# ---- block 1 ----
Figure 1. Clock wires, drivers and flops (block 1).
(2 px per um)
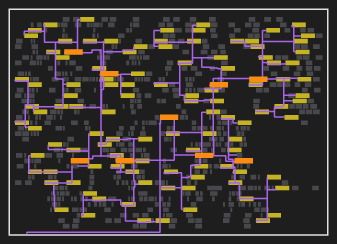
Figure 2. Local utilization (block 1).
(2 px per um) 16 x 11 tiles, from white (low) to dark blue (high), 0 to 100% covered.
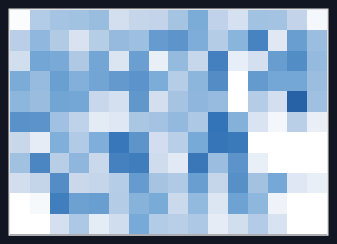
[config.mk]
export PLATFORM = sky130hd
export DESIGN_NAME = ysyx_22040759_ifu_flat
export DESIGN_NICKNAME = d
export VERILOG_FILES = /design/src/rtl/ysyx_22040759_ifu_if.sv /design/src/rtl/ysyx_22040759_ifu.sv /design/src/flat_wrapper.sv
export SDC_FILE = /design/constraint.sdc
export NUM_CORES = 1
export LEC_CHECK = 0
export ABC_AREA = 0
export CORE_ASPECT_RATIO = 0.7
export CORE_MARGIN = 2
export CORE_UTILIZATION = 25
export DETAILED_ROUTE_END_ITERATION = 10
export PLACE_DENSITY_LB_ADDON = 0.05
export SETUP_SLACK_MARGIN = 0.02
export SLEW_MARGIN = 20
export SYNTH_ARGS = -nofsm -noshare
export SYNTH_HDL_FRONTEND = slang
export SYNTH_SLANG_ARGS = --single-unit
[constraint.sdc]
create_clock -name clk -period 2.65 [get_ports clk]
set_clock_uncertainty 0.05 [all_clocks]
set_input_delay 0.3975 -clock clk [delete_from_list [all_inputs] [get_ports clk]]
set_output_delay 0.3975 -clock clk [all_outputs]
set_load 0.01 [all_outputs]
[src/rtl/ysyx_22040759_ifu_if.sv]
// Instruction memory bus between the fetch unit and imem.
// Request is valid/ready; response is a single valid-qualified beat.
interface ysyx_22040759_ifu_if;
    logic        imem_req_valid;
    logic        imem_req_ready;
    logic [31:0] imem_addr;
    logic        imem_rsp_valid;
    logic [31:0] imem_rsp_data;
    logic        imem_rsp_err;

    modport master (
        output imem_req_valid,
        output imem_addr,
        input  imem_req_ready,
        input  imem_rsp_valid,
        input  imem_rsp_data,
        input  imem_rsp_err
    );

    modport slave (
        input  imem_req_valid,
        input  imem_addr,
        output imem_req_ready,
        output imem_rsp_valid,
        output imem_rsp_data,
        output imem_rsp_err
    );
endinterface

[src/rtl/ysyx_22040759_ifu.sv]
// Instruction fetch unit: fetches one word per committed pc and holds it
// for the core, substituting a NOP on misalignment, bus error or timeout.
module ysyx_22040759_ifu #(
    parameter logic [31:0] RESET_PC = 32'h8000_0000,
    parameter logic [31:0] NOP_INST = 32'h0000_0013,
    parameter int          TIMEOUT  = 255
) (
    input  logic                 clk,
    input  logic                 rst,
    input  logic [31:0]          pc_in,
    input  logic                 pc_update,
    output logic [31:0]          inst,
    output logic                 inst_valid,
    output logic                 fetch_err,
    output logic [31:0]          fetch_count,
    ysyx_22040759_ifu_if.master  imem
);

    typedef enum logic [1:0] {
        S_REQ  = 2'd0,
        S_WAIT = 2'd1,
        S_HOLD = 2'd2
    } state_t;

    localparam logic [7:0] TCNT_LAST = 8'(TIMEOUT - 1);

    state_t      state;
    logic [31:0] fetch_addr;
    logic [31:0] inst_r;
    logic [7:0]  tcnt;
    logic        err_r;

    always_ff @(posedge clk) begin
        if (rst) begin
            state       <= S_REQ;
            fetch_addr  <= RESET_PC;
            inst_r      <= NOP_INST;
            tcnt        <= 8'd0;
            err_r       <= 1'b0;
            fetch_count <= 32'd0;
        end else begin
            unique case (state)
                S_REQ: begin
                    // misaligned pc never reaches the bus
                    if (fetch_addr[1:0] != 2'b00) begin
                        state       <= S_HOLD;
                        inst_r      <= NOP_INST;
                        err_r       <= 1'b1;
                        fetch_count <= fetch_count + 32'd1;
                    end else if (imem.imem_req_ready) begin
                        state <= S_WAIT;
                        tcnt  <= 8'd0;
                    end
                end
                S_WAIT: begin
                    if (imem.imem_rsp_valid) begin
                        state       <= S_HOLD;
                        inst_r      <= imem.imem_rsp_err ? NOP_INST
                                                         : imem.imem_rsp_data;
                        err_r       <= imem.imem_rsp_err;
                        fetch_count <= fetch_count + 32'd1;
                    end else if (tcnt == TCNT_LAST) begin
                        state       <= S_HOLD;
                        inst_r      <= NOP_INST;
                        err_r       <= 1'b1;
                        fetch_count <= fetch_count + 32'd1;
                    end else begin
                        tcnt <= tcnt + 8'd1;
                    end
                end
                S_HOLD: begin
                    if (pc_update) begin
                        state      <= S_REQ;
                        fetch_addr <= pc_in;
                        inst_r     <= NOP_INST;
                        err_r      <= 1'b0;
                    end
                end
                default: state <= S_REQ;
            endcase
        end
    end

    assign inst                = inst_r;
    assign inst_valid          = (state == S_HOLD);
    assign fetch_err           = (state == S_HOLD) && err_r;
    assign imem.imem_addr      = fetch_addr;
    assign imem.imem_req_valid = (state == S_REQ) && (fetch_addr[1:0] == 2'b00);

endmodule

[src/flat_wrapper.sv]
// flat-port wrapper written by rule: the top's interface ports become plain ports
module ysyx_22040759_ifu_flat 
#(
    parameter logic [31:0] RESET_PC = 32'h8000_0000,
    parameter logic [31:0] NOP_INST = 32'h0000_0013,
    parameter int          TIMEOUT  = 255
)
  (clk, rst, pc_in, pc_update, inst, inst_valid, fetch_err, fetch_count, imem_imem_req_valid, imem_imem_addr, imem_imem_req_ready, imem_imem_rsp_valid, imem_imem_rsp_data, imem_imem_rsp_err);
  ysyx_22040759_ifu_if imem_i ();
  input  logic clk;
  input  logic rst;
  input  logic [31:0] pc_in;
  input  logic pc_update;
  output logic [31:0] inst;
  output logic inst_valid;
  output logic fetch_err;
  output logic [31:0] fetch_count;
  output wire logic [$bits(imem_i.imem_req_valid)-1:0] imem_imem_req_valid;
  output wire logic [$bits(imem_i.imem_addr)-1:0] imem_imem_addr;
  input wire logic [$bits(imem_i.imem_req_ready)-1:0] imem_imem_req_ready;
  input wire logic [$bits(imem_i.imem_rsp_valid)-1:0] imem_imem_rsp_valid;
  input wire logic [$bits(imem_i.imem_rsp_data)-1:0] imem_imem_rsp_data;
  input wire logic [$bits(imem_i.imem_rsp_err)-1:0] imem_imem_rsp_err;
  assign imem_imem_req_valid = imem_i.imem_req_valid;
  assign imem_imem_addr = imem_i.imem_addr;
  assign imem_i.imem_req_ready = imem_imem_req_ready;
  assign imem_i.imem_rsp_valid = imem_imem_rsp_valid;
  assign imem_i.imem_rsp_data = imem_imem_rsp_data;
  assign imem_i.imem_rsp_err = imem_imem_rsp_err;
  ysyx_22040759_ifu #(.RESET_PC(RESET_PC), .NOP_INST(NOP_INST), .TIMEOUT(TIMEOUT)) u_core (.clk(clk), .rst(rst), .pc_in(pc_in), .pc_update(pc_update), .inst(inst), .inst_valid(inst_valid), .fetch_err(fetch_err), .fetch_count(fetch_count), .imem(imem_i));
endmodule
==> results.yml <==
# flow metrics
run_status:
  result_of_the_run: "completed"
drt:
  routed_wirelength_mm: 12.6
  route.detailed.wl_per_inst_um: 14.7
  detail_route.vias_per_cell: 4.45
global_routing:
  grt_max_degree: 33
  global_route_wire_length_before_repair_mm: 19.6
clock_tree:
  cts_root_buf: "sky130_fd_sc_hd__clkbuf_16"
  cts_setup_buffers: 0
placed_design:
  dp_hpwl_mm: 8.91
sta:
  maxClockFrequency_ghz: 0.397
  report.final.slew_viol_count: 0
  postLayoutSetupSlackWorst_ns: 0.132
  totalNegativeSetupSlack_ns: 0
finish:
  finalInstanceArea_um2: 6390
  final-nonclk-buf-share_pct: 27.5
  nNetsFinal: 699
  layout.cells.largest_class: "flip-flops and latches"
  final_cells: 856
synth:
  ys_seq_share_pct: 51.3
  floorplan.nets: 536
  synth_chip_area_um2: 4180
  ys_warn_count: 0
  synth.ff_latch_count: 107
  synthSimpleGateAreaFrac_pct: 22.8
pwr:
  part_of_the_total_power_dissipated_in_combinational_logic_pct: 18.4
  power_report.internal_total_mw: 2.69
  clk-power_mw: 1.32
floorplan:
  fp.dieW_um: 158
## Picture notes: Figure 1
flip-flops: drawn in yellow, count 107. cells driving clock nets: drawn in orange, count 9. clock wires: drawn in purple, length 1,470 um.
There are 10 routed clock nets. Position of the flops: all over the die.

## Picture notes: Figure 2
The emptiest ninth of the die: bottom right. The mean over all tiles is 34%. 9.7% of the tiles are nearly empty. The fullest tile reaches 80%. 0.60% of the tiles are over 75% full.

-- worst paths after layout --
check	startpoint	endpoint	slack (ns)	depth (start not counted)
min reg2reg	u_core.inst[0]	u_core.inst[0]	0.40	2
min	u_core.inst[0]	u_core.inst[0]	0.40	2
max reg2reg	u_core.state[1]	u_core.tcnt[7]	0.44	5
max	u_core.state[1]	imem_imem_req_valid	0.13	3
-- routing by layer --
| metal | track usage (%) | wire length (um) | share of wire [%] | up-vias |
|---|---|---|---|---|
| li1 | - | - | - | 1948 |
| met1 | 18.6 | 5860 | 46 | 1761 |
| met2 | 20.9 | 5500 | 44 | 95 |
| met3 | 6.83 | 1120 | 8.9 | 8 |
| met4 | 3.96 | 138 | 1.1 | 0 |
| met5 | 0 | 0 | 0 | - |
-- worst max-delay path, cell delays in order (launching register included) --
cell                              delay (ns)
sky130_fd_sc_hd__dfxtp_1                0.42
sky130_fd_sc_hd__or4_1                  0.59
sky130_fd_sc_hd__inv_2                  0.13
sky130_fd_sc_hd__clkdlybuf4s50_1        0.57
-- logic make-up after synthesis --
kind of cell	Yosys count
AOI/OAI and AO/OA	104
muxes	1
DFF	107
adders and majority gates	3
and+or+nand+nor	187
xor gates and xnor gates	24
buffers and inverters	37

# ---- block 2 ----
--- config.mk ---
export PLATFORM = sky130hd
export DESIGN_NAME = hazard_ctrl
export DESIGN_NICKNAME = d
export VERILOG_FILES = /design/src/rtl/hazard_ctrl.sv
export SDC_FILE = /design/constraint.sdc
export NUM_CORES = 1
export LEC_CHECK = 0
export CORE_MARGIN = 2
export CORE_UTILIZATION = 38
export CTS_CLUSTER_SIZE = 12
export DETAILED_ROUTE_END_ITERATION = 10
export PLACE_DENSITY_LB_ADDON = 0.08
export SLEW_MARGIN = 15
export SYNTH_ARGS = -nofsm -noshare
export SYNTH_HDL_FRONTEND = slang
export SYNTH_SLANG_ARGS = --single-unit
--- constraint.sdc ---
create_clock -name clk -period 4 [get_ports clk]
set_input_delay 1.2 -clock clk [delete_from_list [all_inputs] [get_ports clk]]
set_output_delay 1.2 -clock clk [all_outputs]
set_load 0.01 [all_outputs]
--- src/rtl/hazard_ctrl.sv ---
// Pipeline hazard controller for the 5-stage RV32 core: load-use stalls, taken-branch
// squash and data-memory wait, plus saturating stall/flush statistics.
module hazard_ctrl #(
    parameter int unsigned LU_BUBBLES   = 1,
    parameter int unsigned FLUSH_CYCLES = 1,
    parameter int unsigned CNT_W        = 32
) (
    input  logic             clk,
    input  logic             reset,
    input  logic [4:0]       id_rs1,
    input  logic [4:0]       id_rs2,
    input  logic             id_uses_rs1,
    input  logic             id_uses_rs2,
    input  logic [4:0]       ex_rd,
    input  logic             ex_reg_wb,
    input  logic             ex_is_load,
    input  logic             ex_branch_taken,
    input  logic             mem_req,
    input  logic             mem_ready,
    output logic             pc_hold,
    output logic             if_id_hold,
    output logic             if_id_flush,
    output logic             id_ex_stall,
    output logic             id_ex_hold,
    output logic             ex_mem_hold,
    output logic             mem_wb_bubble,
    output logic [CNT_W-1:0] stall_count,
    output logic [CNT_W-1:0] flush_count
);

    typedef enum logic [1:0] {StRun, StLuStall, StFlush} state_e;

    localparam logic [1:0] LuRem    = 2'(LU_BUBBLES - 1);
    localparam logic [1:0] FlushRem = 2'(FLUSH_CYCLES - 1);

    state_e           state_q, state_d;
    logic [1:0]       rem_q, rem_d;
    logic [CNT_W-1:0] stall_q, flush_q;
    logic             stall_inc, flush_inc;
    logic             load_use, mem_wait;

    assign load_use = ex_is_load & ex_reg_wb & (ex_rd != 5'd0) &
                      ((id_uses_rs1 & (id_rs1 == ex_rd)) | (id_uses_rs2 & (id_rs2 == ex_rd)));
    assign mem_wait = mem_req & ~mem_ready;

    always_comb begin
        pc_hold       = 1'b0;
        if_id_hold    = 1'b0;
        if_id_flush   = 1'b0;
        id_ex_stall   = 1'b0;
        id_ex_hold    = 1'b0;
        ex_mem_hold   = 1'b0;
        mem_wb_bubble = 1'b0;
        stall_inc     = 1'b0;
        flush_inc     = 1'b0;
        state_d       = state_q;
        rem_d         = rem_q;
        if (reset) begin
            // controls stay low; registers are cleared in the sequential block
        end else if (mem_wait) begin
            // whole front of the pipe freezes; pending bubbles/flushes wait too
            pc_hold       = 1'b1;
            if_id_hold    = 1'b1;
            id_ex_hold    = 1'b1;
            ex_mem_hold   = 1'b1;
            mem_wb_bubble = 1'b1;
            stall_inc     = 1'b1;
        end else begin
            case (state_q)
                StFlush: begin
                    if_id_flush = 1'b1;
                    id_ex_stall = 1'b1;
                    rem_d       = rem_q - 2'd1;
                    if (rem_q == 2'd1) state_d = StRun;
                end
                StLuStall: begin
                    pc_hold     = 1'b1;
                    if_id_hold  = 1'b1;
                    id_ex_stall = 1'b1;
                    stall_inc   = 1'b1;
                    rem_d       = rem_q - 2'd1;
                    if (rem_q == 2'd1) state_d = StRun;
                end
                default: begin
                    if (ex_branch_taken) begin
                        if_id_flush = 1'b1;
                        id_ex_stall = 1'b1;
                        flush_inc   = 1'b1;
                        if (FLUSH_CYCLES > 1) begin
                            state_d = StFlush;
                            rem_d   = FlushRem;
                        end
                    end else if (load_use) begin
                        pc_hold     = 1'b1;
                        if_id_hold  = 1'b1;
                        id_ex_stall = 1'b1;
                        stall_inc   = 1'b1;
                        if (LU_BUBBLES > 1) begin
                            state_d = StLuStall;
                            rem_d   = LuRem;
                        end
                    end
                end
            endcase
        end
    end

    always_ff @(posedge clk) begin
        if (reset) begin
            state_q <= StRun;
            rem_q   <= 2'd0;
            stall_q <= '0;
            flush_q <= '0;
        end else begin
            state_q <= state_d;
            rem_q   <= rem_d;
            if (stall_inc && stall_q != '1) stall_q <= stall_q + 1'b1;
            if (flush_inc && flush_q != '1) flush_q <= flush_q + 1'b1;
        end
    end

    assign stall_count = stall_q;
    assign flush_count = flush_q;

endmodule

Figure 3. Metal 1 (block 2).
(3 px per um) Supply wires on this layer in grey.
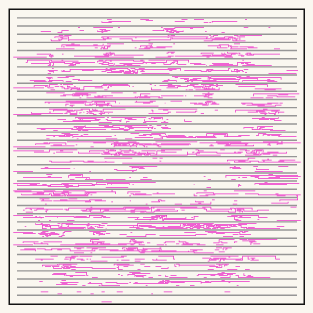
The layer holds 50% of the routed length. The longest straight run is 35.9 um. 477 nets have wire on it.

Figure 4. Clock wires, drivers and flops (block 2).
(4 px per um)
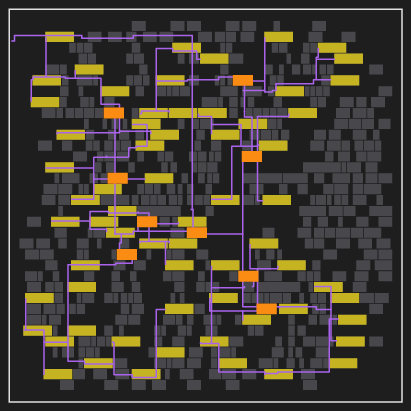
flip-flops: drawn in yellow, count 64. cells driving clock nets: drawn in orange, count 9. clock wires: drawn in purple, length 939 um.
Position of the flops: all over the die.

Figure 5. Clock wiring as the flow saved it (block 2).
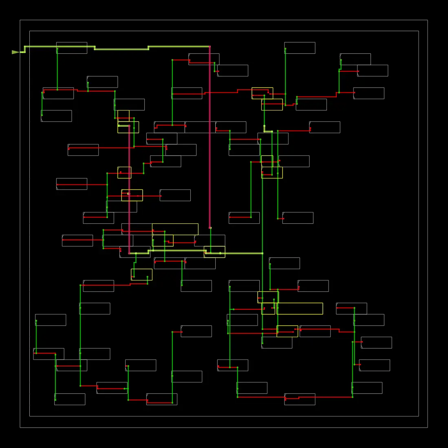
clock skew: 0.0139 ns
clock network power: 0.638 mW
clock latency on the worst-skew pair: 0.34 ns
number of buffers inserted during clock tree synthesis: 9
number of sinks handled by clock tree synthesis: 64

==> results.yml <==
# flow metrics
run_status:
  result_of_the_run: "completed"
sta:
  maxSlewHeadroom_pct: 48.9
drt:
  met2_length_mm: 3.89
pwr:
  vdd_ir_drop_max_uv: 165
  power_report.internal_total_mw: 1.06
floorplan:
  n_tap_cell: 108
synth:
  synth.yosys.num_cells: 404
  synth_top_area_share_pct: 38.3
  ys_warn_count: 0
finish:
  final-nonclk-buf-share_pct: 22.5
  fill_cells: 828
critical_path:
  reg2reg_from: "stall_count[2]"
  setup.worst_path.end_class: "output pin"
  timing.critical_path.fanout_max: 2
  ff2ff_path_depth: 7
global_routing:
  grt_busiest_layer: "met2"
  grt_overflow: 0
min_path:
  min_delay_path_depth: 2
clock_tree:
  cts_max_level: 3
## flip-flops by register name (all words and copies together) (netlist names)
signal	cells
flush_count	32
stall_count	32
## kinds of logic (layout without fill, tap and decap cells)
family | Yosys count | in the layout | share of synthesized area [%]
DFF | 64 | 64 | 38.3
AOI/OAI and AO/OA | 69 | 69 | 11.8
adders and majority gates | 2 | 2 | 0.748
muxes | 4 | 4 | 1.27
and+or+nand+nor | 199 | 199 | 33.6
xor gates and xnor gates | 38 | 38 | 9.95
buffers and inverters | 28 | 134 | 4.30
## worst max path at each step
stage	startpoint	endpoint	slack, ns	cells after the start
after floorplan	ex_rd[0]	pc_hold	0.35	5
after global placement	ex_rd[1]	pc_hold	-0.37	6
after detailed placement	ex_rd[1]	if_id_hold	-0.38	6
after CTS	ex_rd[4]	id_ex_stall	0.01	7
after global routing	ex_rd[0]	pc_hold	-0.02	6
final	ex_rd[0]	if_id_hold	0.05	6
## stage by stage
step	instance area, um^2	instances	TNS (ns)	utilization [%]
6_report	4670	618	0	54.1
5_1_grt	4670	618	-0.0321	54.1
4_1_cts	4630	615	0	53.6
3_5_place_dp	4410	599	-1.07	51.1
3_3_place_gp	4410	599	-1.02	51.1
2_1_floorplan	3350	404	0	-

# ---- block 3 ----
File: src/rtl/mips_pkg.sv
// Shared constants and types for the MIPS fetch front end.
package mips_pkg;

  localparam logic [31:0] NOP_INSTR = 32'h0000_0000;
  localparam logic [31:0] RESET_PC  = 32'h0000_0000;
  localparam logic [31:0] PC_INCR   = 32'd4;

  typedef enum logic [0:0] {
    FETCH = 1'b0,
    HOLD  = 1'b1
  } fetch_state_e;

  typedef struct packed {
    logic [31:0] instr;
    logic [31:0] pc_plus4;
  } fetch_word_t;

endpackage

File: src/rtl/if_fetch_stage_if.sv
// Instruction-memory fetch port shared by the fetch stage and the memory model.
interface if_fetch_stage_if;
  // Handshake: a word transfers on any cycle where imem_req and imem_ready are
  // both high. imem_ready low with imem_req high is a wait state; the fetch
  // stage keeps imem_addr stable until the word arrives or it is redirected.
  logic [31:0] imem_addr;
  logic        imem_req;
  logic        imem_ready;
  logic [31:0] imem_rdata;

  modport master (
    output imem_addr,
    output imem_req,
    input  imem_ready,
    input  imem_rdata
  );

  modport slave (
    input  imem_addr,
    input  imem_req,
    output imem_ready,
    output imem_rdata
  );
endinterface

File: src/rtl/if_fetch_stage_next_pc_mux.sv
// Combinational next-PC selection, in reset > redirect > flush > release > advance order.
module next_pc_mux (
  input  logic        reset,
  input  logic        redirect,
  input  logic        flush,
  input  logic        use_buf,
  input  logic        advance,
  input  logic [31:0] reset_pc,
  input  logic [31:0] redirect_pc,
  input  logic [31:0] buf_pc_plus4,
  input  logic [31:0] pc_plus4,
  input  logic [31:0] pc_cur,
  output logic [31:0] pc_next
);

  always_comb begin
    pc_next = pc_cur;
    if (reset) begin
      pc_next = reset_pc;
    end else if (redirect) begin
      pc_next = redirect_pc;
    end else if (flush) begin
      // The word fetched this cycle is dropped, so fetch the same PC again.
      pc_next = pc_cur;
    end else if (use_buf) begin
      pc_next = buf_pc_plus4;
    end else if (advance) begin
      pc_next = pc_plus4;
    end
  end

endmodule

File: src/rtl/if_fetch_stage.sv
// Instruction-fetch stage: next-PC generation, IF/ID register and one-entry hold buffer.
module if_fetch_stage
  import mips_pkg::*;
#(
  parameter logic [31:0] RESET_PC  = mips_pkg::RESET_PC,
  parameter logic [31:0] NOP_INSTR = mips_pkg::NOP_INSTR
) (
  input  logic                     clk,
  input  logic                     reset,
  input  logic [31:0]              pc_cur,
  output logic [31:0]              pc_next,
  if_fetch_stage_if.master         imem,
  input  logic                     stall,
  input  logic                     flush,
  input  logic                     redirect,
  input  logic [31:0]              redirect_pc,
  output logic [31:0]              id_instr,
  output logic [31:0]              id_pc_plus4,
  output logic                     id_valid,
  output logic [0:0]               dbg_state
);

  localparam logic [0:0] S_FETCH = FETCH;
  localparam logic [0:0] S_HOLD  = HOLD;

  logic [0:0]  state;
  fetch_word_t hold_buf;
  logic [31:0] pc_plus4;
  logic        in_fetch;
  logic        take_word;
  logic        park_word;
  logic        release_buf;

  assign pc_plus4    = pc_cur + PC_INCR;
  assign in_fetch    = (state == S_FETCH);
  assign take_word   = in_fetch & imem.imem_ready & ~stall;
  assign park_word   = in_fetch & imem.imem_ready & stall;
  assign release_buf = ~in_fetch & ~stall;

  assign imem.imem_addr = pc_cur;
  assign imem.imem_req  = ~reset & in_fetch;
  assign dbg_state      = state;

  next_pc_mux u_next_pc_mux (
    .reset        (reset),
    .redirect     (redirect),
    .flush        (flush),
    .use_buf      (release_buf),
    .advance      (take_word),
    .reset_pc     (RESET_PC),
    .redirect_pc  (redirect_pc),
    .buf_pc_plus4 (hold_buf.pc_plus4),
    .pc_plus4     (pc_plus4),
    .pc_cur       (pc_cur),
    .pc_next      (pc_next)
  );

  always_ff @(posedge clk) begin
    if (reset) begin
      state       <= S_FETCH;
      hold_buf    <= '{instr: NOP_INSTR, pc_plus4: 32'h0};
      id_instr    <= NOP_INSTR;
      id_pc_plus4 <= 32'h0;
      id_valid    <= 1'b0;
    end else if (redirect || flush) begin
      // Bubble keeps the old pc_plus4; only instr and valid are cleared.
      state       <= S_FETCH;
      hold_buf    <= '{instr: NOP_INSTR, pc_plus4: 32'h0};
      id_instr    <= NOP_INSTR;
      id_valid    <= 1'b0;
    end else if (in_fetch) begin
      if (take_word) begin
        id_instr    <= imem.imem_rdata;
        id_pc_plus4 <= pc_plus4;
        id_valid    <= 1'b1;
      end else if (park_word) begin
        hold_buf <= '{instr: imem.imem_rdata, pc_plus4: pc_plus4};
        state    <= S_HOLD;
      end else if (!stall) begin
        id_instr <= NOP_INSTR;
        id_valid <= 1'b0;
      end
    end else if (release_buf) begin
      id_instr    <= hold_buf.instr;
      id_pc_plus4 <= hold_buf.pc_plus4;
      id_valid    <= 1'b1;
      state       <= S_FETCH;
    end
  end

endmodule

File: src/flat_wrapper.sv
// flat-port wrapper written by rule: the top's interface ports become plain ports
module if_fetch_stage_flat import mips_pkg::*;
#(
  parameter logic [31:0] RESET_PC  = mips_pkg::RESET_PC,
  parameter logic [31:0] NOP_INSTR = mips_pkg::NOP_INSTR
)
  (clk, reset, pc_cur, pc_next, stall, flush, redirect, redirect_pc, id_instr, id_pc_plus4, id_valid, dbg_state, imem_imem_addr, imem_imem_req, imem_imem_ready, imem_imem_rdata);
  if_fetch_stage_if imem_i ();
  input  logic clk;
  input  logic reset;
  input  logic [31:0] pc_cur;
  output logic [31:0] pc_next;
  input  logic stall;
  input  logic flush;
  input  logic redirect;
  input  logic [31:0] redirect_pc;
  output logic [31:0] id_instr;
  output logic [31:0] id_pc_plus4;
  output logic id_valid;
  output logic [0:0] dbg_state;
  output wire logic [$bits(imem_i.imem_addr)-1:0] imem_imem_addr;
  output wire logic [$bits(imem_i.imem_req)-1:0] imem_imem_req;
  input wire logic [$bits(imem_i.imem_ready)-1:0] imem_imem_ready;
  input wire logic [$bits(imem_i.imem_rdata)-1:0] imem_imem_rdata;
  assign imem_imem_addr = imem_i.imem_addr;
  assign imem_imem_req = imem_i.imem_req;
  assign imem_i.imem_ready = imem_imem_ready;
  assign imem_i.imem_rdata = imem_imem_rdata;
  if_fetch_stage #(.RESET_PC(RESET_PC), .NOP_INSTR(NOP_INSTR)) u_core (.clk(clk), .reset(reset), .pc_cur(pc_cur), .pc_next(pc_next), .imem(imem_i), .stall(stall), .flush(flush), .redirect(redirect), .redirect_pc(redirect_pc), .id_instr(id_instr), .id_pc_plus4(id_pc_plus4), .id_valid(id_valid), .dbg_state(dbg_state));
endmodule
File: config.mk
export PLATFORM = sky130hd
export DESIGN_NAME = if_fetch_stage_flat
export DESIGN_NICKNAME = d
export VERILOG_FILES = /design/src/rtl/mips_pkg.sv /design/src/rtl/if_fetch_stage_if.sv /design/src/rtl/if_fetch_stage_next_pc_mux.sv /design/src/rtl/if_fetch_stage.sv /design/src/flat_wrapper.sv
export SDC_FILE = /design/constraint.sdc
export NUM_CORES = 1
export LEC_CHECK = 0
export CAP_MARGIN = 20
export CORE_UTILIZATION = 43
export DETAILED_ROUTE_END_ITERATION = 10
export MAX_ROUTING_LAYER = met4
export PLACE_DENSITY = 0.78
export RECOVER_POWER = 50
export SYNTH_ARGS = -nofsm -noshare
export SYNTH_HDL_FRONTEND = slang
export SYNTH_SLANG_ARGS = --single-unit
File: constraint.sdc
create_clock -name clk -period 2.3 [get_ports clk]
set_input_delay 0.345 -clock clk [delete_from_list [all_inputs] [get_ports clk]]
set_output_delay 0.345 -clock clk [all_outputs]
set_load 0.01 [all_outputs]
Figure 6. The metal 3 layer (block 3).
(4 px per um)
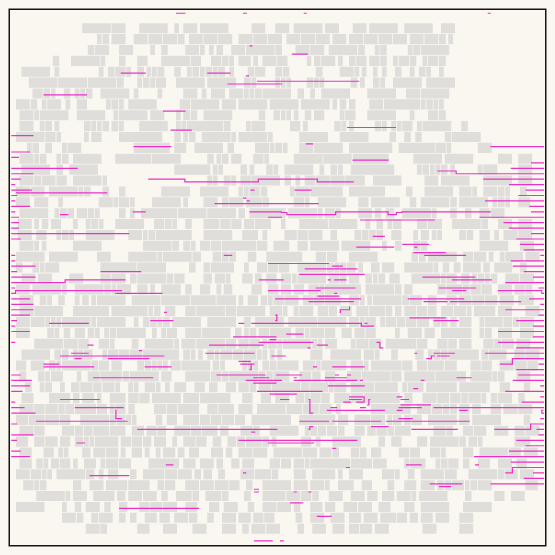
The wires run mostly horizontal. 205 nets have wire on it. The longest straight run is 34.7 um. The layer holds 6.7% of the routed length. The layer carries 1,850 um of wire.

Figure 7. Clock wires, drivers and flops (block 3).
(3 px per um)
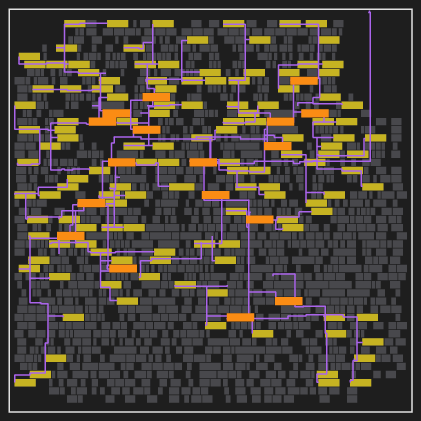
clock wires: drawn in purple, length 1,750 um. cells driving clock nets: drawn in orange, count 17. flip-flops: drawn in yellow, count 130.
Position of the flops: all over the die.

==> results.yml <==
# flow metrics
global_routing:
  grt_util_met1_pct: 37.4
  grt_antenna_before_repair: 0
  grt_use_met3_pct: 5.90
  grt_max_degree: 64
floorplan:
  initCoreUtil_pct: 44.5
  io_pins: 233
  fp.dieW_um: 134
  die_height_um: 134
run:
  warnings: 29
pwr:
  cellLeakagePower_nw: 4.41
  vdd_ir_drop_max_uv: 530
sta:
  setup_viol: 33
  maxClockFrequency_ghz: 0.370
  postLayoutSetupSlackWorst_ns: -0.400
synth:
  synth.ff_latch_count: 130
  synth_chip_area_um2: 7460
  synth.mux.area_fraction_pct: 0.805
  synthSimpleGateAreaFrac_pct: 27.7
  aoi_share_pct: 21.5
  ys_warn_count: 0
  synth-main-ff-cell: "sky130_fd_sc_hd__dfxtp_1"
  floorplan.nets: 1127
  synthCells: 1024
drt:
  routed_wirelength_mm: 27.7
  detail_route.vias_per_cell: 5.63
  highest_layer: "met4"
  routed-via-count: 8694
finish:
  drive_gt1_share_pct: 23.4
  signal_buffers: 398
  final-nonclk-buf-share_pct: 30.4
  fill_cells: 1363
  registers.top_by_ff_count: "u_core.hold_buf"
  layout.clock.cell_area_share_pct: 5.28
  combAreaFraction_pct: 39.5
  sh_seq_area_pct: 22.0
  layout_top_cell: "sky130_fd_sc_hd__nand2_1"
run_status:
  result_of_the_run: "complete, but fails checks"
  violations: "setup timing"
min_path:
  min_delay_path_depth: 3
  hold_path.startpoint: "reset"
clock_tree:
  insertion_delay_ns: 0.42
  cts_max_level: 4
Figure 8. Local utilization (block 3).
(3 px per um) 13 x 13 tiles, from white (low) to dark blue (high), 0 to 100% covered.
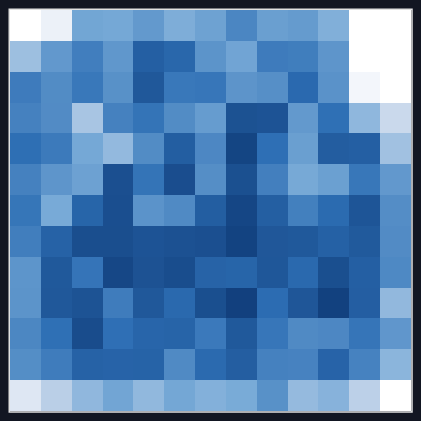
4.1% of the tiles are nearly empty. The mean over all tiles is 65%. The fullest tile reaches 94%. The emptiest ninth of the die: top right.

[synthesized netlist by cell type, types with 7 or more instances]
library cell,n,area (um^2)
sky130_fd_sc_hd__a2111oi_0,18,158
sky130_fd_sc_hd__a211oi_1,20,150
sky130_fd_sc_hd__a21oi_1,142,711
sky130_fd_sc_hd__a31oi_1,8,50.1
sky130_fd_sc_hd__and4_1,7,61.3
sky130_fd_sc_hd__buf_1,12,45.0
sky130_fd_sc_hd__buf_2,13,65.1
sky130_fd_sc_hd__buf_4,35,263
sky130_fd_sc_hd__clkbuf_1,70,263
sky130_fd_sc_hd__dfxtp_1,130,2600
sky130_fd_sc_hd__inv_1,13,48.8
sky130_fd_sc_hd__nand2_1,170,638
sky130_fd_sc_hd__nand3_1,15,75.1
sky130_fd_sc_hd__nand3b_1,35,263
sky130_fd_sc_hd__nand4_1,11,68.8
sky130_fd_sc_hd__nor2_1,96,360
sky130_fd_sc_hd__nor3_1,24,120
sky130_fd_sc_hd__nor4_1,13,81.3
sky130_fd_sc_hd__o21ai_0,55,275
sky130_fd_sc_hd__o22ai_1,7,43.8
sky130_fd_sc_hd__or3_1,18,113
sky130_fd_sc_hd__xnor2_1,34,298
sky130_fd_sc_hd__xor2_1,13,114

Power is estimated from default activity; no workload was simulated.
